# ---- block 1 ----
block_1/final_placement.png
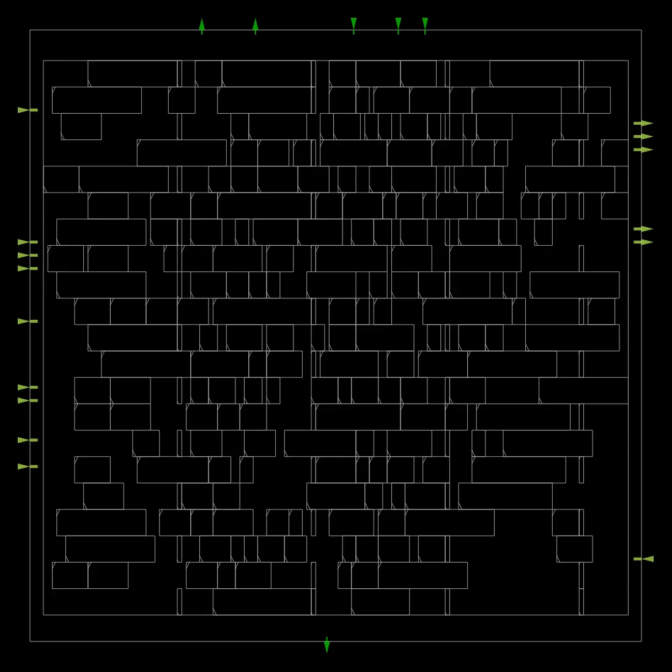
block_1/port_nets.png
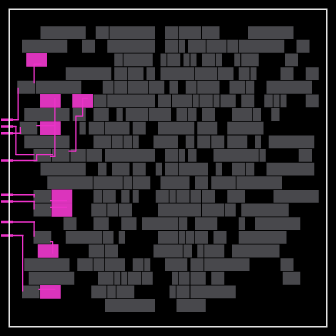
`src/rtl/sa_pkg.sv`:
```
// Shared definitions for the systolic-array tile: scheduler state encoding
// and the default array dimension used by the PE array and its scheduler.
package sa_pkg;

  localparam int SA_N = 4;

  typedef enum logic [2:0] {
    S_IDLE    = 3'd0,
    S_LOAD_W  = 3'd1,
    S_COMPUTE = 3'd2,
    S_DRAIN   = 3'd3,
    S_DONE    = 3'd4
  } sa_state_e;

  // Phase counter must hold the largest vector count and the drain length.
  function automatic int sa_cnt_width(input int n, input int len_w);
    int skew_w;
    skew_w = $clog2(2 * n);
    return (len_w > skew_w) ? len_w : skew_w;
  endfunction

endpackage

```
`src/rtl/sa_tile_sched.sv`:
```
// Tile scheduler for an N x N systolic array: loads N weight rows, streams
// vec_len activation vectors, drains the 2N-1 cycle skew, then pulses done.
module sa_tile_sched
  import sa_pkg::*;
#(
  parameter int N     = SA_N,
  parameter int LEN_W = 8
) (
  input  logic                 clk,
  input  logic                 rst,
  input  logic                 start,
  input  logic [LEN_W-1:0]     vec_len,
  input  logic                 w_ready,
  input  logic                 a_ready,
  output logic                 w_ps,
  output logic                 w_valid,
  output logic [$clog2(N)-1:0] w_row,
  output logic                 a_en,
  output logic                 drain,
  output logic                 busy,
  output logic                 done
);

  localparam int RW = $clog2(N);
  localparam int CW = sa_cnt_width(N, LEN_W);

  localparam logic [CW-1:0] ONE        = CW'(1);
  localparam logic [CW-1:0] LAST_ROW   = CW'(N - 1);
  localparam logic [CW-1:0] DRAIN_LAST = CW'(2 * N - 2);

  sa_state_e         state_q, state_d;
  logic [CW-1:0]     cnt_q, cnt_d;
  logic [LEN_W-1:0]  len_q, len_d;
  logic              w_ps_q, w_ps_d;
  logic              w_valid_q, w_valid_d;
  logic [RW-1:0]     w_row_q, w_row_d;
  logic              drain_q, drain_d;
  logic              busy_q, busy_d;
  logic              done_q, done_d;
  logic [CW-1:0]     cnt_inc;
  logic [CW-1:0]     len_ext;

  // a_en must follow a_ready within the same cycle, so it is gated from
  // the registered state rather than registered itself.
  assign a_en    = (state_q == S_COMPUTE) && a_ready;
  assign cnt_inc = cnt_q + ONE;
  assign len_ext = CW'(len_q);

  always_comb begin
    state_d   = state_q;
    cnt_d     = cnt_q;
    len_d     = len_q;
    w_ps_d    = w_ps_q;
    w_valid_d = w_valid_q;
    w_row_d   = w_row_q;
    drain_d   = drain_q;
    busy_d    = busy_q;
    done_d    = 1'b0;

    case (state_q)
      S_IDLE: begin
        if (start) begin
          state_d   = S_LOAD_W;
          len_d     = vec_len;
          cnt_d     = '0;
          w_ps_d    = 1'b1;
          w_valid_d = 1'b1;
          w_row_d   = '0;
          busy_d    = 1'b1;
        end
      end

      S_LOAD_W: begin
        if (w_ready) begin
          if (cnt_q == LAST_ROW) begin
            cnt_d     = '0;
            w_ps_d    = 1'b0;
            w_valid_d = 1'b0;
            w_row_d   = '0;
            if (len_q != '0) begin
              state_d = S_COMPUTE;
            end else begin
              state_d = S_DONE;
              done_d  = 1'b1;
            end
          end else begin
            cnt_d   = cnt_inc;
            w_row_d = cnt_inc[RW-1:0];
          end
        end
      end

      S_COMPUTE: begin
        if (a_en) begin
          if (cnt_inc == len_ext) begin
            state_d = S_DRAIN;
            cnt_d   = '0;
            drain_d = 1'b1;
          end else begin
            cnt_d = cnt_inc;
          end
        end
      end

      S_DRAIN: begin
        if (cnt_q == DRAIN_LAST) begin
          state_d = S_DONE;
          cnt_d   = '0;
          drain_d = 1'b0;
          done_d  = 1'b1;
        end else begin
          cnt_d = cnt_inc;
        end
      end

      S_DONE: begin
        state_d = S_IDLE;
        busy_d  = 1'b0;
      end

      default: begin
        state_d   = S_IDLE;
        cnt_d     = '0;
        w_ps_d    = 1'b0;
        w_valid_d = 1'b0;
        w_row_d   = '0;
        drain_d   = 1'b0;
        busy_d    = 1'b0;
      end
    endcase
  end

  always_ff @(posedge clk or negedge rst) begin
    if (!rst) begin
      state_q   <= S_IDLE;
      cnt_q     <= '0;
      len_q     <= '0;
      w_ps_q    <= 1'b0;
      w_valid_q <= 1'b0;
      w_row_q   <= '0;
      drain_q   <= 1'b0;
      busy_q    <= 1'b0;
      done_q    <= 1'b0;
    end else begin
      state_q   <= state_d;
      cnt_q     <= cnt_d;
      len_q     <= len_d;
      w_ps_q    <= w_ps_d;
      w_valid_q <= w_valid_d;
      w_row_q   <= w_row_d;
      drain_q   <= drain_d;
      busy_q    <= busy_d;
      done_q    <= done_d;
    end
  end

  assign w_ps    = w_ps_q;
  assign w_valid = w_valid_q;
  assign w_row   = w_row_q;
  assign drain   = drain_q;
  assign busy    = busy_q;
  assign done    = done_q;

endmodule
```
`config.mk`:
```
export PLATFORM = sky130hd
export DESIGN_NAME = sa_tile_sched
export DESIGN_NICKNAME = d
export VERILOG_FILES = /design/src/rtl/sa_pkg.sv /design/src/rtl/sa_tile_sched.sv
export SDC_FILE = /design/constraint.sdc
export NUM_CORES = 1
export LEC_CHECK = 0
export CAP_MARGIN = 20
export CORE_UTILIZATION = 45
export DETAILED_ROUTE_END_ITERATION = 7
export PLACE_DENSITY = 0.64
export SETUP_SLACK_MARGIN = 0.5
export SLEW_MARGIN = 20
export SYNTH_ARGS = -nofsm -noshare
export SYNTH_HDL_FRONTEND = slang
export SYNTH_SLANG_ARGS = --single-unit
```
`constraint.sdc`:
```
create_clock -name clk -period 2.5 [get_ports clk]
set_input_delay 0.5 -clock clk [delete_from_list [all_inputs] [get_ports clk]]
set_output_delay 0.5 -clock clk [all_outputs]
set_load 0.1 [all_outputs]
```
==> impl_metrics.csv <==
group,metric,value,unit
outcome,status,"completed",
route,wl_met3,204,µm
route,drc,0,
cts,clock_path_buffers,2,
critical_path,crit_start,"cnt_q[1]",
finish,layout.nonclk_buf_frac,0.167,
logic_synthesis,ys_sh_simple,0.210,
critical_path,critPathTopFamily,"AND-OR/OR-AND gates",
critical_path,setup.worst_path.start_class,"flip-flop",
power_and_ir_drop,pwr-share-seq,0.257,
logic_synthesis,ys_seq_share,0.374,
logic_synthesis,ys_sh_aoi,0.214,
route,wirelength,4410,µm
cts,cts_inserted_buffers,3,
finish,buffers,43,
route,dr.pass1.iters,4,
sta,period_minus_slack,2.16,ns
finish,post-route-util,0.663,
logic_synthesis,syn-mean-instance-area,9.91,µm²
finish,nets,225,
worst_hold_path,min_path_cells,2,
die,nWellTaps,46,
place,place_congestion,0.828,
logic_synthesis,yosysTopAreaCell,"dfrtp_1",
finish,final-clk-cell-share,0.0197,
cts,insertion_delay,0.26,ns
finish,fin_area,2280,µm²
sta,rsz0062_at_grt,"yes",
place,dp.cells,234,
die,die_w,63.0,µm
logic_synthesis,ys_area,1670,µm²
finish,mi_logic_area,1120,µm²
logic_synthesis,synthCells,169,
route,routed-wl-met2,2260,µm
sta,maxSlewHeadroom,0.686,
power_and_ir_drop,powerComb,0.00191,W
critical_path,cp_common_cell,"buf_4",
global_routing,overflow,0,
critical_path,crit_fanout,7,
global_routing,met1_usage,0.275,
critical_path,r2r_start,"cnt_q[1]",
power_and_ir_drop,power,0.00287,W
logic_synthesis,synth_cell_type_count,52,
Notes on block_1/final_placement.png above:
FP Rows: 21
Fill cells: 282
fraction of area in registers: 0.277
CORE AREA: 3440 µm²
flop count: 25

Notes on block_1/port_nets.png above:
| port | colour | direction | end cells | buffers | wire |
|---|---|---|---|---|---|
| vec_len | magenta | input | 8 | 8 | 109 µm |
IO Pins: 21
IO buf count: 20


# ---- block 2 ----
block_2/density.png
9 x 9 tiles, from black (low) to pale yellow (high), 0 to 100% covered.
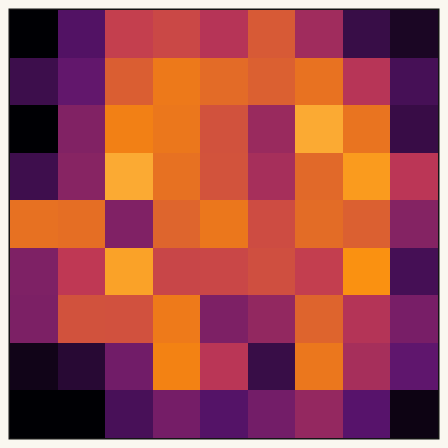
block_2/final_placement.png
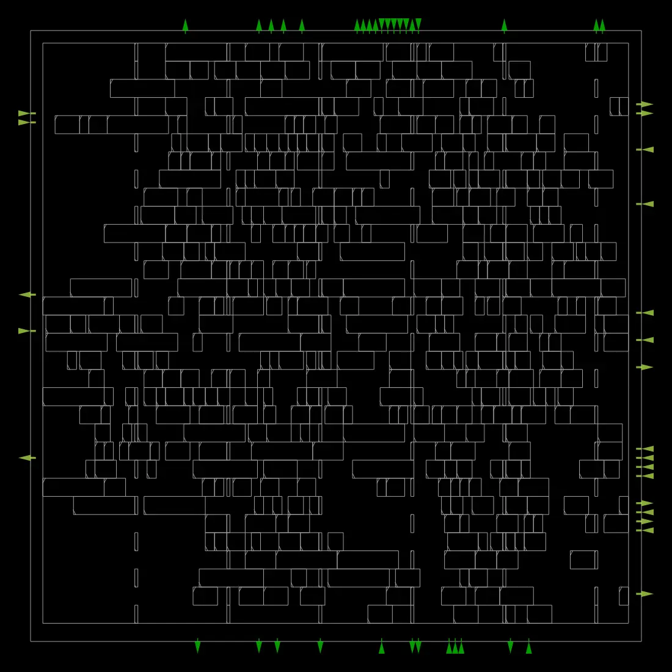
block_2/gate_families.png
Bar = 20 µm.
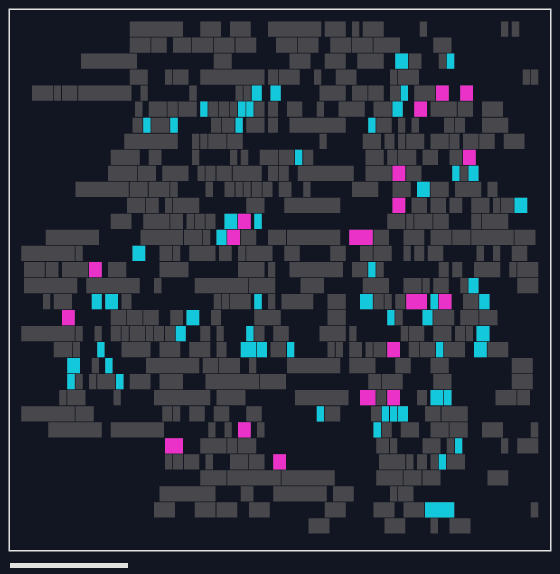
--- src/rtl/enemy_target_pkg.sv ---
// ============================================================================
// contra_enemy_pkg : shared enemy state encoding and screen constants
// Rev 1.0
// ============================================================================
`default_nettype none

package contra_enemy_pkg;

    typedef enum logic [1:0] {
        HIDDEN  = 2'd0,
        ALIVE   = 2'd1,
        FLASH   = 2'd2,
        EXPLODE = 2'd3
    } enemy_state_t;

    localparam logic [9:0] SCREEN_W    = 10'd640;
    localparam logic [9:0] SCROLL_STEP = 10'd5;
    localparam logic [9:0] PARK_Y      = 10'd485;

endpackage

`default_nettype wire

--- src/rtl/enemy_target_box_hit.sv ---
// ============================================================================
// box_hit : axis-aligned overlap test on 11-bit signed centre differences
// Rev 1.0
// ============================================================================
`default_nettype none

module box_hit (
    input  logic [9:0] ax,
    input  logic [9:0] ay,
    input  logic [9:0] bx,
    input  logic [9:0] by,
    input  logic [9:0] half_w,
    input  logic [9:0] half_h,
    output logic       overlap
);

    logic signed [10:0] w_dx;
    logic signed [10:0] w_dy;
    logic        [10:0] w_adx;
    logic        [10:0] w_ady;

    // One extra bit keeps the difference from wrapping across screen edges
    assign w_dx  = $signed({1'b0, ax}) - $signed({1'b0, bx});
    assign w_dy  = $signed({1'b0, ay}) - $signed({1'b0, by});
    assign w_adx = w_dx[10] ? $unsigned(-w_dx) : $unsigned(w_dx);
    assign w_ady = w_dy[10] ? $unsigned(-w_dy) : $unsigned(w_dy);

    assign overlap = (w_adx <= {1'b0, half_w}) && (w_ady <= {1'b0, half_h});

endmodule

`default_nettype wire

--- src/rtl/enemy_target.sv ---
// ============================================================================
// enemy_target : enemy soldier hit detection, HP and flash/explode/respawn FSM
// Optional ENEMY_CONTACT_EN adds a player body-contact pulse with lockout.
// Rev 1.0
// ============================================================================
`default_nettype none

module enemy_target
    import contra_enemy_pkg::*;
#(
    parameter logic [9:0] SPAWN_X        = 10'd600,
    parameter logic [9:0] SPAWN_Y        = 10'd400,
    parameter logic [9:0] HALF_W         = 10'd8,
    parameter logic [9:0] HALF_H         = 10'd16,
    parameter logic [2:0] HP_MAX         = 3'd3,
    parameter logic [7:0] FLASH_FRAMES   = 8'd4,
    parameter logic [7:0] EXPLODE_FRAMES = 8'd16,
    parameter logic [7:0] RESPAWN_FRAMES = 8'd60,
    parameter logic [9:0] WALK_STEP      = 10'd1
) (
    input  logic       frame_clk,
    input  logic       Reset,
    input  logic [9:0] BallX,
    input  logic [9:0] BallY,
    input  logic       bfiring,
    input  logic       scroll,
    output logic [9:0] EnemyX,
    output logic [9:0] EnemyY,
    output logic       alive,
    output logic       flash,
    output logic       exploding,
    output logic [2:0] hp,
    output logic       hit_pulse,
    output logic       kill_pulse
`ifdef ENEMY_CONTACT_EN
    ,
    input  logic [9:0] playerX,
    input  logic [9:0] playerY,
    output logic       player_hit
`endif
);

    enemy_state_t r_state;
    logic [7:0]   r_cnt;
    logic         r_counted;

    logic [9:0]   w_step;
    logic [10:0]  w_walk_x;
    logic         w_despawn;
    logic [9:0]   w_scroll_x;
    logic         w_bullet_ovl;
    logic         w_hit;

    assign EnemyY = SPAWN_Y;

    box_hit u_bullet_hit (
        .ax      (BallX),
        .ay      (BallY),
        .bx      (EnemyX),
        .by      (SPAWN_Y),
        .half_w  (HALF_W),
        .half_h  (HALF_H),
        .overlap (w_bullet_ovl)
    );

    assign w_step     = scroll ? (WALK_STEP + SCROLL_STEP) : WALK_STEP;
    assign w_walk_x   = {1'b0, EnemyX} - {1'b0, w_step};
    // Bit 10 set means the walk underflowed past zero
    assign w_despawn  = w_walk_x[10] || (w_walk_x[9:0] < HALF_W);
    assign w_scroll_x = scroll ? (EnemyX - SCROLL_STEP) : EnemyX;
    assign w_hit      = bfiring && !r_counted && (r_state == ALIVE) && w_bullet_ovl && !w_despawn;

    always_ff @(posedge frame_clk or posedge Reset) begin
        if (Reset) begin
            r_state    <= HIDDEN;
            r_cnt      <= 8'd0;
            r_counted  <= 1'b0;
            EnemyX     <= SPAWN_X;
            hp         <= HP_MAX;
            alive      <= 1'b0;
            flash      <= 1'b0;
            exploding  <= 1'b0;
            hit_pulse  <= 1'b0;
            kill_pulse <= 1'b0;
        end else begin
            hit_pulse  <= 1'b0;
            kill_pulse <= 1'b0;

            if (!bfiring)
                r_counted <= 1'b0;
            else if (w_hit)
                r_counted <= 1'b1;

            case (r_state)
                HIDDEN: begin
                    if (r_cnt == RESPAWN_FRAMES - 8'd1) begin
                        r_state <= ALIVE;
                        r_cnt   <= 8'd0;
                        EnemyX  <= SPAWN_X;
                        hp      <= HP_MAX;
                        alive   <= 1'b1;
                    end else begin
                        r_cnt <= r_cnt + 8'd1;
                    end
                end
                ALIVE: begin
                    if (w_despawn) begin
                        r_state <= HIDDEN;
                        r_cnt   <= 8'd0;
                        alive   <= 1'b0;
                    end else begin
                        EnemyX <= w_walk_x[9:0];
                        r_cnt  <= 8'd0;
                        if (w_hit) begin
                            hit_pulse <= 1'b1;
                            if (hp == 3'd1) begin
                                hp         <= 3'd0;
                                kill_pulse <= 1'b1;
                                r_state    <= EXPLODE;
                                alive      <= 1'b0;
                                exploding  <= 1'b1;
                            end else begin
                                hp      <= hp - 3'd1;
                                r_state <= FLASH;
                                flash   <= 1'b1;
                            end
                        end
                    end
                end
                FLASH: begin
                    if (w_despawn) begin
                        r_state <= HIDDEN;
                        r_cnt   <= 8'd0;
                        alive   <= 1'b0;
                        flash   <= 1'b0;
                    end else begin
                        EnemyX <= w_walk_x[9:0];
                        if (r_cnt == FLASH_FRAMES - 8'd1) begin
                            r_state <= ALIVE;
                            r_cnt   <= 8'd0;
                            flash   <= 1'b0;
                        end else begin
                            r_cnt <= r_cnt + 8'd1;
                        end
                    end
                end
                EXPLODE: begin
                    EnemyX <= w_scroll_x;
                    if (r_cnt == EXPLODE_FRAMES - 8'd1) begin
                        r_state   <= HIDDEN;
                        r_cnt     <= 8'd0;
                        exploding <= 1'b0;
                    end else begin
                        r_cnt <= r_cnt + 8'd1;
                    end
                end
                default: begin
                    r_state <= HIDDEN;
                    r_cnt   <= 8'd0;
                end
            endcase
        end
    end

`ifdef ENEMY_CONTACT_EN
    logic       w_contact;
    logic [4:0] r_lockout;

    box_hit u_contact_hit (
        .ax      (playerX),
        .ay      (playerY),
        .bx      (EnemyX),
        .by      (SPAWN_Y),
        .half_w  (HALF_W + 10'd8),
        .half_h  (HALF_H + 10'd16),
        .overlap (w_contact)
    );

    always_ff @(posedge frame_clk or posedge Reset) begin
        if (Reset) begin
            r_lockout  <= 5'd0;
            player_hit <= 1'b0;
        end else begin
            player_hit <= 1'b0;
            if (r_lockout != 5'd0) begin
                r_lockout <= r_lockout - 5'd1;
            end else if (alive && w_contact) begin
                player_hit <= 1'b1;
                r_lockout  <= 5'd30;
            end
        end
    end
`endif

endmodule

`default_nettype wire
--- config.mk ---
export PLATFORM = sky130hd
export DESIGN_NAME = enemy_target
export DESIGN_NICKNAME = d
export VERILOG_FILES = /design/src/rtl/enemy_target_pkg.sv /design/src/rtl/enemy_target_box_hit.sv /design/src/rtl/enemy_target.sv
export SDC_FILE = /design/constraint.sdc
export NUM_CORES = 1
export LEC_CHECK = 0
export ABC_CLOCK_PERIOD_IN_PS = 4200
export CAP_MARGIN = 20
export CORE_MARGIN = 1.5
export CORE_UTILIZATION = 40
export DETAILED_ROUTE_END_ITERATION = 12
export HOLD_SLACK_MARGIN = 0.1
export PLACE_DENSITY = 0.64
export SLEW_MARGIN = 40
export SYNTH_ARGS = -nofsm -noshare
export SYNTH_HDL_FRONTEND = slang
export SYNTH_SLANG_ARGS = --single-unit
--- constraint.sdc ---
create_clock -name frame_clk -period 4.2 [get_ports frame_clk]
set_clock_uncertainty 0.15 [all_clocks]
set_input_delay 0.63 -clock frame_clk [delete_from_list [all_inputs] [get_ports frame_clk]]
set_output_delay 0.63 -clock frame_clk [all_outputs]
set_load 0.05 [all_outputs]
==> impl_metrics.csv <==
group,metric,value,unit
critical_path,cp-end-kind,"flip-flop",
power_and_ir_drop,powerComb,0.00193,W
global_routing,grt_pass1_vias,2942,
critical_path,setup.worst_path.start_class,"primary input",
route,routed-wl-met2,3810,µm
finish,largest_register,"EnemyX",
logic_synthesis,ys.flop_type,"dfrtp_1",
sta,period_minus_slack,3.96,ns
logic_synthesis,yosysTopAreaCell,"dfrtp_1",
global_routing,grt.total_usage,0.200,
route,wl_per_cell,14.3,µm
finish,mi_logic_area,2190,µm²
route,wirelength,7960,µm
critical_path,crit_buf_inv,3,
finish,reg.largest.list,"EnemyX: 10 flops, r_cnt: 8 flops, hp: 3 flops",
cts,cts_resized,0,
logic_synthesis,syn-cell-area,3140,µm²
place,hpwl,6200,µm
worst_hold_path,whs_endpoint,"r_cnt[0]",
logic_synthesis,xor_area_frac,0.0641,
cts,cts-hold-fix-buffers,0,
logic_synthesis,ys_seq_share,0.233,
sta,maxSlewViolCount,0,
global_routing,met2_usage,0.336,
critical_path,cp_data_arrival_time,3.99,ns
logic_synthesis,synth_cell_type_count,69,
logic_synthesis,synth-edff-count,0,
route,top_layer_used,"met4",
sta,clock.fmax,0.252,GHz
die,chipArea,8400,µm²
route,dr.pass1.iters,4,
power_and_ir_drop,clock_power_share,0.112,
route,wl_met1,3610,µm
outcome,status,"completed",
die,die_w,91.6,µm
critical_path,path_cells,"clkdlybuf4s50_1 > inv_1 > ha_1 > inv_1 > fa_1 > a2111oi_1 > mux2i_1 > o21a_1 > or4_4 > a211oi_2 > o2111ai_1 > a221oi_2 > mux2_1",
sta,fin_tns_setup,0,ns
place,dp.cells,550,
global_routing,top_usage_layer,"met2",
route,first_iter_violations,144,
finish,diodes,0,
About block_2/density.png:
fullest tile: 82%
emptiest ninth of the die: lower left
nearly empty tiles: 4.9%
fin util: 0.506
CORE AREA: 7650 µm²
Init Core Util: 0.411

About block_2/final_placement.png:
flop count: 29
fraction of area in registers: 0.190
Final Non-Filler Cells: 558

About block_2/gate_families.png:
| family | colour | cells | most used |
|---|---|---|---|
| NAND gates | cyan | 56 | nand2_1 |
| AND and OR gates | magenta | 19 | and3_1 |
Comb/total area: 0.565
Commonest Layout Cell: nor2_1


# ---- block 3 ----
[config.mk]
export PLATFORM = sky130hd
export DESIGN_NAME = fp_add_align_prep
export DESIGN_NICKNAME = d
export VERILOG_FILES = /design/src/rtl/fpall_pkg.sv /design/src/rtl/fp_add_align_prep.sv
export SDC_FILE = /design/constraint.sdc
export NUM_CORES = 1
export LEC_CHECK = 0
export ABC_AREA = 1
export CELL_PAD_IN_SITES_DETAIL_PLACEMENT = 1
export CELL_PAD_IN_SITES_GLOBAL_PLACEMENT = 2
export CORE_ASPECT_RATIO = 0.9
export CORE_MARGIN = 4
export CORE_UTILIZATION = 31
export DETAILED_ROUTE_END_ITERATION = 10
export PLACE_DENSITY_LB_ADDON = 0.1
export SYNTH_ARGS = -nofsm -noshare
export SYNTH_HDL_FRONTEND = slang
export SYNTH_SLANG_ARGS = --single-unit
[constraint.sdc]
create_clock -name clk -period 6.3 [get_ports clk]
set_clock_uncertainty 0.05 [all_clocks]
set_input_delay 0.945 -clock clk [delete_from_list [all_inputs] [get_ports clk]]
set_output_delay 0.945 -clock clk [all_outputs]
set_load 0.01 [all_outputs]
[src/rtl/fpall_pkg.sv]
// rtl/fpall_pkg.sv - shared types for the FP32 / dual-BF16 adder datapath
package fpall_pkg;

  typedef enum logic {
    FP32 = 1'b0,
    FP16 = 1'b1
  } fp_fmt_e;

endpackage

[src/rtl/fp_add_align_prep.sv]
// rtl/fp_add_align_prep.sv - alignment-prep pipeline for the FP32 / dual-BF16 adder
// S1 decodes and magnitude-compares each lane; S2 swaps, clamps the shift and packs X/S.
module fp_add_align_prep
  import fpall_pkg::*;
(
  input  logic        clk,
  input  logic        rst,
  input  logic        in_valid,
  output logic        in_ready,
  input  fp_fmt_e     in_fmt,
  input  logic [31:0] in_a,
  input  logic [31:0] in_b,
  input  logic        in_sub,
  output logic        out_valid,
  input  logic        out_ready,
  output fp_fmt_e     out_fmt,
  output logic [23:0] out_x,
  output logic [7:0]  out_s,
  output logic [23:0] out_big_frac,
  output logic [15:0] out_big_exp,
  output logic [1:0]  out_sign,
  output logic [1:0]  out_eff_sub,
  output logic [1:0]  out_nan,
  output logic [1:0]  out_inf
);

  typedef struct packed {
    logic [7:0]  e;
    logic [23:0] m;
    logic        sgn;
    logic        nan;
    logic        inf;
  } lane_t;

  // BF16 fractions arrive zero-extended so the 24-bit compare key works for both formats.
  function automatic lane_t decode(input logic [7:0] e, input logic [22:0] f,
                                   input logic bf16, input logic sgn);
    lane_t l;
    logic  hid;
    hid   = (e != 8'd0);
    l.e   = hid ? e : 8'd1;
    l.m   = bf16 ? {16'd0, hid, f[6:0]} : {hid, f};
    l.sgn = sgn;
    l.nan = (&e) && (|f);
    l.inf = (&e) && !(|f);
    return l;
  endfunction

  logic        s1_valid_q, s2_valid_q;
  logic        s1_en, s2_en;

  lane_t [1:0] dec_a, dec_b;
  logic        s1_fmt16_d;
  logic [15:0] s1_ea_d, s1_eb_d;
  logic [23:0] s1_ma_d, s1_mb_d;
  logic [1:0]  s1_sa_d, s1_sb_d, s1_abig_d, s1_nan_d, s1_inf_d;

  fp_fmt_e     s1_fmt_q;
  logic [15:0] s1_ea_q, s1_eb_q;
  logic [23:0] s1_ma_q, s1_mb_q;
  logic [1:0]  s1_sa_q, s1_sb_q, s1_abig_q, s1_nan_q, s1_inf_q;

  assign s2_en    = !s2_valid_q | out_ready;
  assign s1_en    = !s1_valid_q | s2_en;
  assign in_ready = s1_en;

  always_comb begin
    s1_fmt16_d = (in_fmt == FP16);
    dec_a[1] = decode(in_a[30:23], {16'd0, in_a[22:16]}, 1'b1, in_a[31]);
    dec_b[1] = decode(in_b[30:23], {16'd0, in_b[22:16]}, 1'b1, in_b[31] ^ in_sub);
    if (s1_fmt16_d) begin
      dec_a[0] = decode(in_a[14:7], {16'd0, in_a[6:0]}, 1'b1, in_a[15]);
      dec_b[0] = decode(in_b[14:7], {16'd0, in_b[6:0]}, 1'b1, in_b[15] ^ in_sub);
    end else begin
      dec_a[0] = decode(in_a[30:23], in_a[22:0], 1'b0, in_a[31]);
      dec_b[0] = decode(in_b[30:23], in_b[22:0], 1'b0, in_b[31] ^ in_sub);
    end
    for (int l = 0; l < 2; l++) begin
      s1_abig_d[l] = {dec_a[l].e, dec_a[l].m} >= {dec_b[l].e, dec_b[l].m};
      s1_sa_d[l]   = dec_a[l].sgn;
      s1_sb_d[l]   = dec_b[l].sgn;
      s1_nan_d[l]  = dec_a[l].nan | dec_b[l].nan;
      s1_inf_d[l]  = (dec_a[l].inf | dec_b[l].inf) & !s1_nan_d[l];
    end
    if (!s1_fmt16_d) begin
      s1_nan_d[1] = 1'b0;
      s1_inf_d[1] = 1'b0;
    end
    s1_ea_d = {dec_a[1].e, dec_a[0].e};
    s1_eb_d = {dec_b[1].e, dec_b[0].e};
    // Mantissas are held already in output packing so S2 only needs per-byte selects.
    s1_ma_d = s1_fmt16_d ? {dec_a[1].m[7:0], 8'd0, dec_a[0].m[7:0]} : dec_a[0].m;
    s1_mb_d = s1_fmt16_d ? {dec_b[1].m[7:0], 8'd0, dec_b[0].m[7:0]} : dec_b[0].m;
  end

  logic        s2_fmt16, s2_hi_abig;
  logic [7:0]  ebig [2];
  logic [7:0]  esml [2];
  logic [7:0]  diff [2];
  logic [23:0] s2_x_d, s2_frac_d;
  logic [7:0]  s2_s_d;
  logic [15:0] s2_exp_d;
  logic [1:0]  s2_sign_d, s2_eff_d;

  fp_fmt_e     s2_fmt_q;
  logic [23:0] s2_x_q, s2_frac_q;
  logic [7:0]  s2_s_q;
  logic [15:0] s2_exp_q;
  logic [1:0]  s2_sign_q, s2_eff_q, s2_nan_q, s2_inf_q;

  always_comb begin
    s2_fmt16   = (s1_fmt_q == FP16);
    s2_hi_abig = s2_fmt16 ? s1_abig_q[1] : s1_abig_q[0];
    for (int l = 0; l < 2; l++) begin
      ebig[l]      = s1_abig_q[l] ? s1_ea_q[8*l +: 8] : s1_eb_q[8*l +: 8];
      esml[l]      = s1_abig_q[l] ? s1_eb_q[8*l +: 8] : s1_ea_q[8*l +: 8];
      diff[l]      = ebig[l] - esml[l];
      s2_sign_d[l] = s1_abig_q[l] ? s1_sa_q[l] : s1_sb_q[l];
      s2_eff_d[l]  = s1_sa_q[l] ^ s1_sb_q[l];
    end
    s2_x_d    = {s2_hi_abig ? s1_mb_q[23:16] : s1_ma_q[23:16],
                 s1_abig_q[0] ? s1_mb_q[15:0] : s1_ma_q[15:0]};
    s2_frac_d = {s2_hi_abig ? s1_ma_q[23:16] : s1_mb_q[23:16],
                 s1_abig_q[0] ? s1_ma_q[15:0] : s1_mb_q[15:0]};
    if (s2_fmt16) begin
      s2_s_d   = {(diff[1] > 8'd15) ? 4'hF : diff[1][3:0],
                  (diff[0] > 8'd15) ? 4'hF : diff[0][3:0]};
      s2_exp_d = {ebig[1], ebig[0]};
    end else begin
      s2_s_d       = {3'd0, (diff[0] > 8'd31) ? 5'd31 : diff[0][4:0]};
      s2_exp_d     = {8'd0, ebig[0]};
      s2_sign_d[1] = 1'b0;
      s2_eff_d[1]  = 1'b0;
    end
  end

  always_ff @(posedge clk or posedge rst) begin
    if (rst) begin
      s1_valid_q <= 1'b0;
      s1_fmt_q   <= FP32;
      s1_ea_q    <= '0;
      s1_eb_q    <= '0;
      s1_ma_q    <= '0;
      s1_mb_q    <= '0;
      s1_sa_q    <= '0;
      s1_sb_q    <= '0;
      s1_abig_q  <= '0;
      s1_nan_q   <= '0;
      s1_inf_q   <= '0;
      s2_valid_q <= 1'b0;
      s2_fmt_q   <= FP32;
      s2_x_q     <= '0;
      s2_frac_q  <= '0;
      s2_s_q     <= '0;
      s2_exp_q   <= '0;
      s2_sign_q  <= '0;
      s2_eff_q   <= '0;
      s2_nan_q   <= '0;
      s2_inf_q   <= '0;
    end else begin
      if (s1_en) s1_valid_q <= in_valid;
      if (s1_en && in_valid) begin
        s1_fmt_q  <= in_fmt;
        s1_ea_q   <= s1_ea_d;
        s1_eb_q   <= s1_eb_d;
        s1_ma_q   <= s1_ma_d;
        s1_mb_q   <= s1_mb_d;
        s1_sa_q   <= s1_sa_d;
        s1_sb_q   <= s1_sb_d;
        s1_abig_q <= s1_abig_d;
        s1_nan_q  <= s1_nan_d;
        s1_inf_q  <= s1_inf_d;
      end
      if (s2_en) s2_valid_q <= s1_valid_q;
      if (s2_en && s1_valid_q) begin
        s2_fmt_q  <= s1_fmt_q;
        s2_x_q    <= s2_x_d;
        s2_frac_q <= s2_frac_d;
        s2_s_q    <= s2_s_d;
        s2_exp_q  <= s2_exp_d;
        s2_sign_q <= s2_sign_d;
        s2_eff_q  <= s2_eff_d;
        s2_nan_q  <= s1_nan_q;
        s2_inf_q  <= s1_inf_q;
      end
    end
  end

  assign out_valid    = s2_valid_q;
  assign out_fmt      = s2_fmt_q;
  assign out_x        = s2_x_q;
  assign out_s        = s2_s_q;
  assign out_big_frac = s2_frac_q;
  assign out_big_exp  = s2_exp_q;
  assign out_sign     = s2_sign_q;
  assign out_eff_sub  = s2_eff_q;
  assign out_nan      = s2_nan_q;
  assign out_inf      = s2_inf_q;

endmodule

block_3/final_placement.png
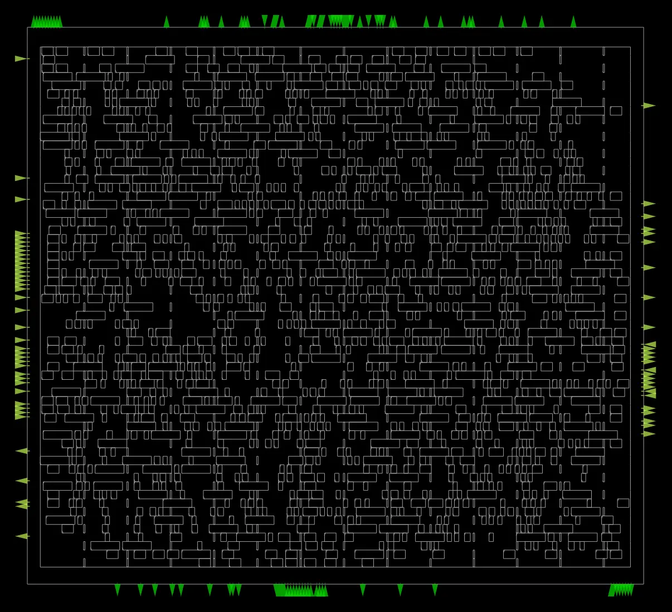
flop count: 174
fraction of area in registers: 0.354

==> impl_metrics.csv <==
group,metric,value,unit
critical_path,reg2reg_depth,13,
power_and_ir_drop,clock_power_share,0.251,
global_routing,grtUsageMet3,0.0366,
logic_synthesis,synth_cell_type_count,33,
power_and_ir_drop,powerComb,0.00159,W
finish,buffers,160,
global_routing,antenna_found_initial,2,
outcome,status,"completed",
power_and_ir_drop,pwr-share-seq,0.374,
logic_synthesis,ys_seq_share,0.439,
critical_path,critPathMaxStageDelay,0.88,ns
global_routing,grt_start_max_net_pins,93,
route,dr.pass1.iters,4,
finish,lay_top_cells,"nand2_1 (422), dfrtp_1 (174), o21ai_0 (168)",
logic_synthesis,ys_sh_aoi,0.131,
power_and_ir_drop,power_leader,"sequential cells",
route,wl_per_cell,17.6,µm
logic_synthesis,common_cells,"nand2_1 (422), dfrtp_1 (174), o21ai_0 (168)",
logic_synthesis,top_area_frac,0.439,
logic_synthesis,syn-mean-instance-area,7.52,µm²
place,place_congestion,0.847,
die,die_w,196,µm
logic_synthesis,synth.mux.area_fraction,0.00606,
route,via_count,8977,
die,core,31200,µm²
global_routing,top_usage_layer,"met2",
logic_synthesis,yosysTopAreaCell,"dfrtp_1",
cts,cts_inserted_buffers,17,

# ---- block 4 ----
block_4/port_nets.png
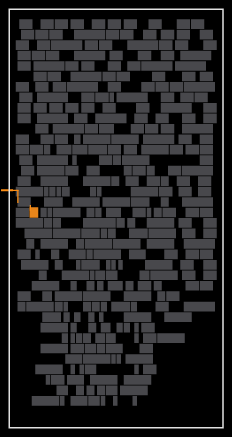
<file path="src/rtl/adc_spi_responder.sv">
// Serial ADC responder: returns a 12-bit sample from one of eight channels per
// 16-bit frame and latches the channel address carried in the master's control word.
module adc_spi_responder #(
   parameter int SYNC_STAGES = 2
) (
   input  logic        clk,
   input  logic        rst,
   input  logic        sclk,
   input  logic        cs_n,
   input  logic        din,
   input  logic [95:0] sample_bus,
   output logic        dout,
   output logic [2:0]  cur_addr,
   output logic        frame_done
);

   typedef enum logic [1:0] {
      ST_IDLE  = 2'd0,
      ST_SHIFT = 2'd1,
      ST_HOLD  = 2'd2
   } state_t;

   genvar gi;

   logic [SYNC_STAGES-1:0] r_sclk_sync;
   logic [SYNC_STAGES-1:0] r_cs_sync;
   logic [SYNC_STAGES-1:0] r_din_sync;
   logic                   r_sclk_prev;
   logic                   r_cs_prev;
   logic [SYNC_STAGES:0]   r_valid;

   state_t      r_state;
   state_t      w_state_next;
   logic [15:0] r_shift;
   logic [4:0]  r_rise_cnt;
   logic [2:0]  r_pend_addr;
   logic [2:0]  r_cur_addr;
   logic        r_frame_done;
   logic        r_dout;

   logic        w_sclk;
   logic        w_cs;
   logic        w_din;
   logic        w_sclk_rise;
   logic        w_sclk_fall;
   logic        w_cs_fall;
   logic        w_cs_rise;
   logic        w_load;
   logic        w_shift;
   logic        w_rise;
   logic        w_done;
   logic [11:0] w_chan [8];

   // r_valid marks when every flop in the sync chain and the edge-history flop
   // holds a genuine post-reset sample; only then may a cs_n fall start a frame,
   // so a cs_n held low through reset cannot masquerade as a fresh fall.
   always_ff @(posedge clk) begin
      if (rst) begin
         r_sclk_sync <= '1;
         r_cs_sync   <= '1;
         r_din_sync  <= '0;
         r_sclk_prev <= 1'b1;
         r_cs_prev   <= 1'b1;
         r_valid     <= '0;
      end else begin
         r_sclk_sync <= {r_sclk_sync[SYNC_STAGES-2:0], sclk};
         r_cs_sync   <= {r_cs_sync[SYNC_STAGES-2:0], cs_n};
         r_din_sync  <= {r_din_sync[SYNC_STAGES-2:0], din};
         r_sclk_prev <= r_sclk_sync[SYNC_STAGES-1];
         r_cs_prev   <= r_cs_sync[SYNC_STAGES-1];
         r_valid     <= {r_valid[SYNC_STAGES-1:0], 1'b1};
      end
   end

   assign w_sclk      = r_sclk_sync[SYNC_STAGES-1];
   assign w_cs        = r_cs_sync[SYNC_STAGES-1];
   assign w_din       = r_din_sync[SYNC_STAGES-1];
   assign w_sclk_rise = w_sclk & ~r_sclk_prev;
   assign w_sclk_fall = ~w_sclk & r_sclk_prev;
   assign w_cs_fall   = ~w_cs & r_cs_prev & r_valid[SYNC_STAGES];
   assign w_cs_rise   = w_cs & ~r_cs_prev;

   generate
      for (gi = 0; gi < 8; gi++) begin : g_chan
         assign w_chan[gi] = sample_bus[12*gi +: 12];
      end
   endgenerate

   always_ff @(posedge clk) begin
      if (rst) begin
         r_state <= ST_IDLE;
      end else begin
         r_state <= w_state_next;
      end
   end

   always_comb begin
      w_state_next = r_state;
      case (r_state)
         ST_IDLE: begin
            if (w_cs_fall) begin
               w_state_next = ST_SHIFT;
            end
         end
         ST_SHIFT: begin
            if (w_cs_rise) begin
               w_state_next = ST_IDLE;
            end else if (w_sclk_rise && (r_rise_cnt == 5'd15)) begin
               w_state_next = ST_HOLD;
            end
         end
         ST_HOLD: begin
            if (w_cs_rise) begin
               w_state_next = ST_IDLE;
            end
         end
         default: w_state_next = ST_IDLE;
      endcase
   end

   // In IDLE the sclk edges never qualify, which also gives the cs_n fall
   // priority over an sclk edge seen in the same cycle.
   always_comb begin
      w_load  = 1'b0;
      w_shift = 1'b0;
      w_rise  = 1'b0;
      w_done  = 1'b0;
      case (r_state)
         ST_IDLE:  w_load = w_cs_fall;
         ST_SHIFT: begin
            w_shift = w_sclk_fall & ~w_cs_rise;
            w_rise  = w_sclk_rise & ~w_cs_rise;
            w_done  = w_sclk_rise & ~w_cs_rise & (r_rise_cnt == 5'd15);
         end
         default: ;
      endcase
   end

   always_ff @(posedge clk) begin
      if (rst) begin
         r_shift      <= '0;
         r_rise_cnt   <= '0;
         r_pend_addr  <= '0;
         r_cur_addr   <= '0;
         r_frame_done <= 1'b0;
         r_dout       <= 1'b0;
      end else begin
         r_frame_done <= w_done;
         r_dout       <= (r_state == ST_SHIFT) ? r_shift[15] : 1'b0;
         if (w_load) begin
            r_shift     <= {4'b0000, w_chan[r_cur_addr]};
            r_rise_cnt  <= '0;
            r_pend_addr <= '0;
         end else begin
            if (w_shift) begin
               r_shift <= {r_shift[14:0], 1'b0};
            end
            if (w_rise) begin
               r_rise_cnt <= r_rise_cnt + 5'd1;
               case (r_rise_cnt)
                  5'd2:    r_pend_addr[2] <= w_din;
                  5'd3:    r_pend_addr[1] <= w_din;
                  5'd4:    r_pend_addr[0] <= w_din;
                  default: ;
               endcase
            end
            if (w_done) begin
               r_cur_addr <= r_pend_addr;
            end
         end
      end
   end

   assign dout       = r_dout;
   assign cur_addr   = r_cur_addr;
   assign frame_done = r_frame_done;

endmodule

</file>
<file path="config.mk">
export PLATFORM = sky130hd
export DESIGN_NAME = adc_spi_responder
export DESIGN_NICKNAME = d
export VERILOG_FILES = /design/src/rtl/adc_spi_responder.sv
export SDC_FILE = /design/constraint.sdc
export NUM_CORES = 1
export LEC_CHECK = 0
export CORE_ASPECT_RATIO = 2
export CORE_UTILIZATION = 42
export DETAILED_ROUTE_END_ITERATION = 7
export GPL_TIMING_DRIVEN = 0
export PLACE_DENSITY = 0.8
export SYNTH_ARGS = -nofsm -noshare
export SYNTH_HDL_FRONTEND = slang
export SYNTH_SLANG_ARGS = --single-unit
export TNS_END_PERCENT = 10
</file>
<file path="constraint.sdc">
create_clock -name clk -period 1.9 [get_ports clk]
set_input_delay 0.475 -clock clk [delete_from_list [all_inputs] [get_ports clk]]
set_output_delay 0.475 -clock clk [all_outputs]
set_load 0.01 [all_outputs]
</file>
==> impl_metrics.csv <==
group,metric,value,unit
power_and_ir_drop,pwr-share-seq,0.506,
logic_synthesis,synth_warnings,0,
outcome,status,"completed",
logic_synthesis,synth-edff-count,0,
critical_path,path_cells,"clkbuf_1 > buf_2 > mux4_2 > mux2i_1 > o22ai_1",
job,tool_warnings,28,
finish,comb_cells,138,
die,chipArea,5980,µm²
power_and_ir_drop,p_int,0.00141,W
logic_synthesis,ys_sh_aoi,0.0521,
sta,period_minus_slack,1.77,ns
finish,nets,419,
power_and_ir_drop,powerComb,0.000296,W
sta,worstMarginPinSlew,0.439,ns
logic_synthesis,yosysTopAreaCell,"dfxtp_1",
cts,cts-hold-fix-buffers,0,
finish,post-route-util,0.664,
power_and_ir_drop,p_sw,0.000358,W
finish,area_delta_synth_final,51.5,%
power_and_ir_drop,p_clk,0.000579,W
finish,seqCellArea,841,µm²
cts,insertion_delay,0.29,ns
global_routing,grt_pass1_wl,10400,µm
## Picture notes: block_4/port_nets.png
| port | colour | direction | end cells | buffers | wire |
|---|---|---|---|---|---|
| cs_n | orange | input | 1 | 1 | 6.20 µm |
IO buf count: 105
IO Pins: 106


# ---- block 5 ----
===== src/rtl/fetch_bpred.sv =====
// Fetch-stage PC generator with a direct-mapped BTB and 2-bit saturating
// direction counters. Predicts taken transfers at fetch, trains and redirects
// from resolved outcomes in execute.
module fetch_bpred #(
    parameter int unsigned       XLEN        = 32,
    parameter int unsigned       BTB_ENTRIES = 16,
    parameter logic [XLEN-1:0]   RESET_PC    = '0,
    parameter logic [1:0]        CNT_INIT    = 2'b10
) (
    input  logic            clk_fetch,
    input  logic            i_reset,
    input  logic            i_stall,
    input  logic            i_redirect,
    input  logic [XLEN-1:0] i_redirect_pc,
    input  logic            i_upd_en,
    input  logic [XLEN-1:0] i_upd_pc,
    input  logic            i_upd_taken,
    input  logic [XLEN-1:0] i_upd_target,
    output logic [XLEN-1:0] o_pc,
    output logic [XLEN-1:0] o_pc_next,
    output logic            o_pred_taken,
    output logic [XLEN-1:0] o_pred_target,
    output logic            o_btb_hit,
    output logic [31:0]     o_redirect_cnt
);

    localparam int unsigned IDX  = $clog2(BTB_ENTRIES);
    localparam int unsigned TAGW = XLEN - IDX - 2;

    logic            r_valid  [BTB_ENTRIES];
    logic [TAGW-1:0] r_tag    [BTB_ENTRIES];
    logic [XLEN-1:0] r_target [BTB_ENTRIES];
    logic [1:0]      r_ctr    [BTB_ENTRIES];

    logic [XLEN-1:0] r_pc;
    logic [31:0]     r_redirect_cnt;

    logic [IDX-1:0]  w_lk_idx;
    logic [TAGW-1:0] w_lk_tag;
    logic            w_lk_hit;
    logic [IDX-1:0]  w_up_idx;
    logic [TAGW-1:0] w_up_tag;
    logic            w_up_hit;
    logic [XLEN-1:0] w_pc_next;
    logic [1:0]      w_unused_lsbs;

    // Byte offset of the resolved PC carries no indexing information.
    assign w_unused_lsbs = i_upd_pc[1:0];

    // Index/tag split for fetch lookup and execute update.
    assign w_lk_idx = r_pc[IDX+1:2];
    assign w_lk_tag = r_pc[XLEN-1:IDX+2];
    assign w_up_idx = i_upd_pc[IDX+1:2];
    assign w_up_tag = i_upd_pc[XLEN-1:IDX+2];

    assign w_lk_hit = r_valid[w_lk_idx] && (r_tag[w_lk_idx] == w_lk_tag);
    assign w_up_hit = r_valid[w_up_idx] && (r_tag[w_up_idx] == w_up_tag);

    // Next-PC select: execute redirect, then prediction, then sequential.
    always_comb begin
        w_pc_next = r_pc + XLEN'(4);
        if (i_redirect) begin
            w_pc_next = i_redirect_pc;
        end else if (w_lk_hit && r_ctr[w_lk_idx][1]) begin
            w_pc_next = r_target[w_lk_idx];
        end
    end

    // Fetch PC register; a redirect overrides a hazard stall.
    always_ff @(posedge clk_fetch or negedge i_reset) begin
        if (!i_reset) begin
            r_pc <= RESET_PC;
        end else if (!i_stall || i_redirect) begin
            r_pc <= w_pc_next;
        end
    end

    // Saturating count of accepted redirects.
    always_ff @(posedge clk_fetch or negedge i_reset) begin
        if (!i_reset) begin
            r_redirect_cnt <= '0;
        end else if (i_redirect && (r_redirect_cnt != '1)) begin
            r_redirect_cnt <= r_redirect_cnt + 32'd1;
        end
    end

    // BTB training: counter walk on hit, allocate on taken miss.
    always_ff @(posedge clk_fetch or negedge i_reset) begin
        if (!i_reset) begin
            for (int i = 0; i < BTB_ENTRIES; i++) begin
                r_valid[i]  <= 1'b0;
                r_tag[i]    <= '0;
                r_target[i] <= '0;
                r_ctr[i]    <= 2'b01;
            end
        end else if (i_upd_en) begin
            if (w_up_hit) begin
                if (i_upd_taken) begin
                    r_target[w_up_idx] <= i_upd_target;
                    if (r_ctr[w_up_idx] != 2'b11) begin
                        r_ctr[w_up_idx] <= r_ctr[w_up_idx] + 2'd1;
                    end
                end else if (r_ctr[w_up_idx] != 2'b00) begin
                    r_ctr[w_up_idx] <= r_ctr[w_up_idx] - 2'd1;
                end
            end else if (i_upd_taken) begin
                r_valid[w_up_idx]  <= 1'b1;
                r_tag[w_up_idx]    <= w_up_tag;
                r_target[w_up_idx] <= i_upd_target;
                r_ctr[w_up_idx]    <= CNT_INIT;
            end
        end
    end

    assign o_pc           = r_pc;
    assign o_pc_next      = w_pc_next;
    assign o_btb_hit      = w_lk_hit;
    assign o_pred_taken   = w_lk_hit && r_ctr[w_lk_idx][1];
    assign o_pred_target  = w_lk_hit ? r_target[w_lk_idx] : '0;
    assign o_redirect_cnt = r_redirect_cnt;

endmodule


===== config.mk =====
export PLATFORM = sky130hd
export DESIGN_NAME = fetch_bpred
export DESIGN_NICKNAME = d
export VERILOG_FILES = /design/src/rtl/fetch_bpred.sv
export SDC_FILE = /design/constraint.sdc
export NUM_CORES = 2
export LEC_CHECK = 0
export CORE_ASPECT_RATIO = 0.6
export CORE_MARGIN = 2
export CORE_UTILIZATION = 55
export DETAILED_ROUTE_END_ITERATION = 10
export HOLD_SLACK_MARGIN = 0.15
export PLACE_DENSITY = 0.73
export SETUP_SLACK_MARGIN = 0.02
export SYNTH_ARGS = -nofsm -noshare
export SYNTH_HDL_FRONTEND = slang
export SYNTH_SLANG_ARGS = --single-unit

===== constraint.sdc =====
create_clock -name clk_fetch -period 4.8 [get_ports clk_fetch]
set_input_delay 0.72 -clock clk_fetch [delete_from_list [all_inputs] [get_ports clk_fetch]]
set_output_delay 0.72 -clock clk_fetch [all_outputs]
set_load 0.05 [all_outputs]

block_5/gate_families.png
Bar = 100 µm.
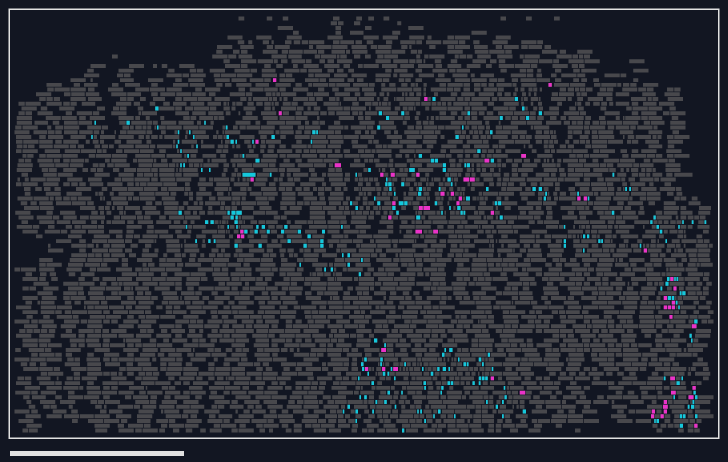
| family | colour | cells | most used |
|---|---|---|---|
| NAND gates | cyan | 252 | nand2_1 |
| AND and OR gates | magenta | 57 | and2_1 |
Comb/total area: 0.415
Final Non-Filler Cells: 5467
Commonest Layout Cell: dfrtp_1

==> impl_metrics.csv <==
group,metric,value,unit
outcome,status,"finished, violations left",
outcome,violations,"negative setup slack",
cts,insertion_delay,0.72,ns
critical_path,crit_buf_inv,6,
power_and_ir_drop,p_clk,0.00831,W
sta,setup_viol,65,
place,io_buffer_count,229,
finish,seqCellArea,26100,µm²
global_routing,overflow,0,
critical_path,critPathTopFamily,"buffers and inverters",
cts,cts-hold-fix-buffers,1,
finish,nFlopsAndLatches,1040,
die,chipArea,99900,µm²
die,die_height,246,µm
logic_synthesis,async_reset_ff_frac,1.00,
critical_path,path_cells,"buf_6 > mux4_2 > mux2i_1 > buf_4 > xor2_1 > a41oi_1 > buf_4 > nor4_1 > and4_4 > buf_12 > buf_16 > mux2i_4 > o21ai_1 > buf_12",
critical_path,worstSetupEndpoint,"o_pc_next[24]",
logic_synthesis,synth-edff-count,0,
die,fp-row-count,88,
critical_path,crit_cells,14,
critical_path,crit_start,"o_pc[3]",
sta,worst_slack,-0.598,ns
logic_synthesis,common_cells,"dfrtp_1 (1024), mux2_2 (940), mux4_2 (331)",
logic_synthesis,ys_seq_share,0.487,
critical_path,crit_fanout,8,
power_and_ir_drop,pg_seq,0.0116,W
place,placed_cell_area,59400,µm²
critical_path,reg2reg_depth,16,
cts,path_clk_slew,0.07,ns
power_and_ir_drop,power_density,415,nW/µm²
power_and_ir_drop,leakage,27.9,nW
critical_path,cp-end-kind,"primary output",
power_and_ir_drop,clock_power_share,0.310,
global_routing,met1_usage,0.498,
global_routing,antenna_found_initial,9,
worst_hold_path,min_path_cells,1,
finish,n_fill_cell,6706,
finish,nClkBuffers,132,
block_5/met3.png
Bar = 100 µm.
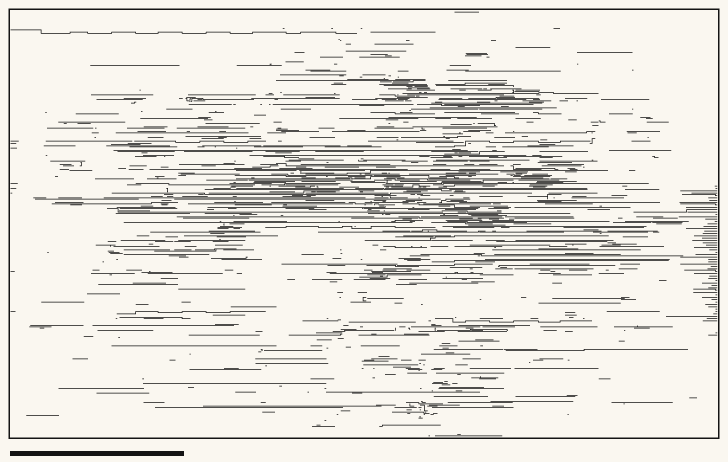
wire length on this layer: 19500 µm
share of all routed wire: 12%
longest straight run: 203 µm
WL final: 169000 µm
M3 GR Usage: 0.123
total number of vias: 36298



==> layout pictures side by side <==
Logic cells by family.
picture 1
Bar = 50 µm.
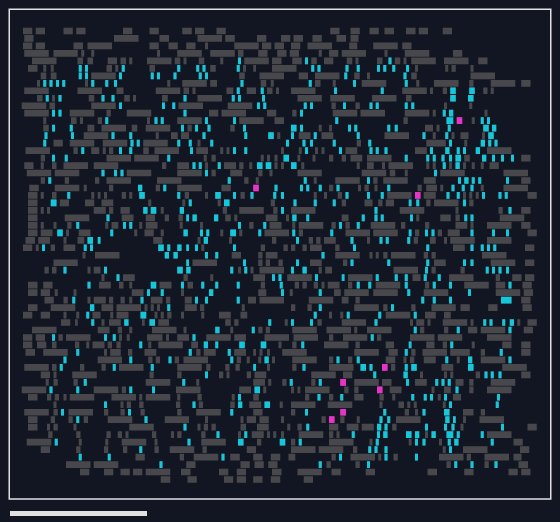
picture 2
Bar = 20 µm.
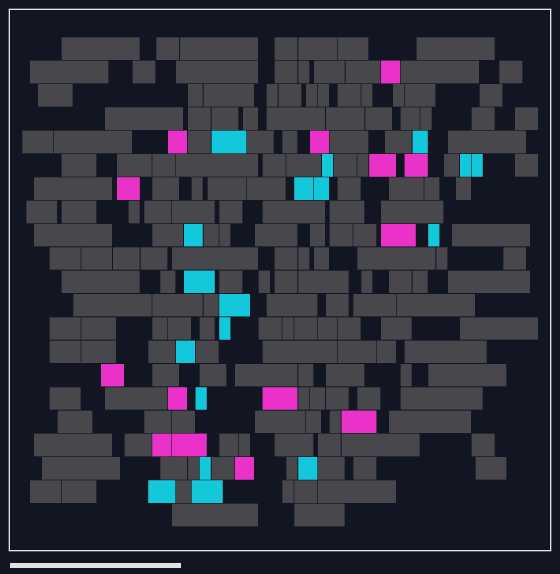
picture 3
Bar = 20 µm.
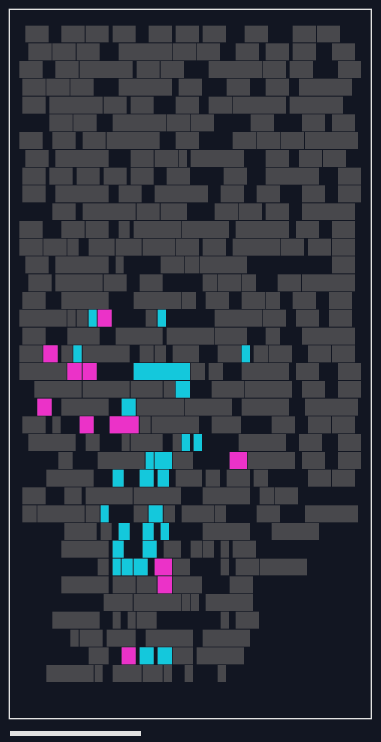
| from | picture |
|---|---|
| block 3 | picture 1 |
| block 4 | picture 3 |
| block 1 | picture 2 |
Of these, most cells: picture 1

Key to picture 2:
| family | colour | cells |
|---|---|---|
| AND and OR gates | magenta | 14 |
| NAND gates | cyan | 18 |

Power figures rest on the tool's default switching activity, not on a simulated workload.
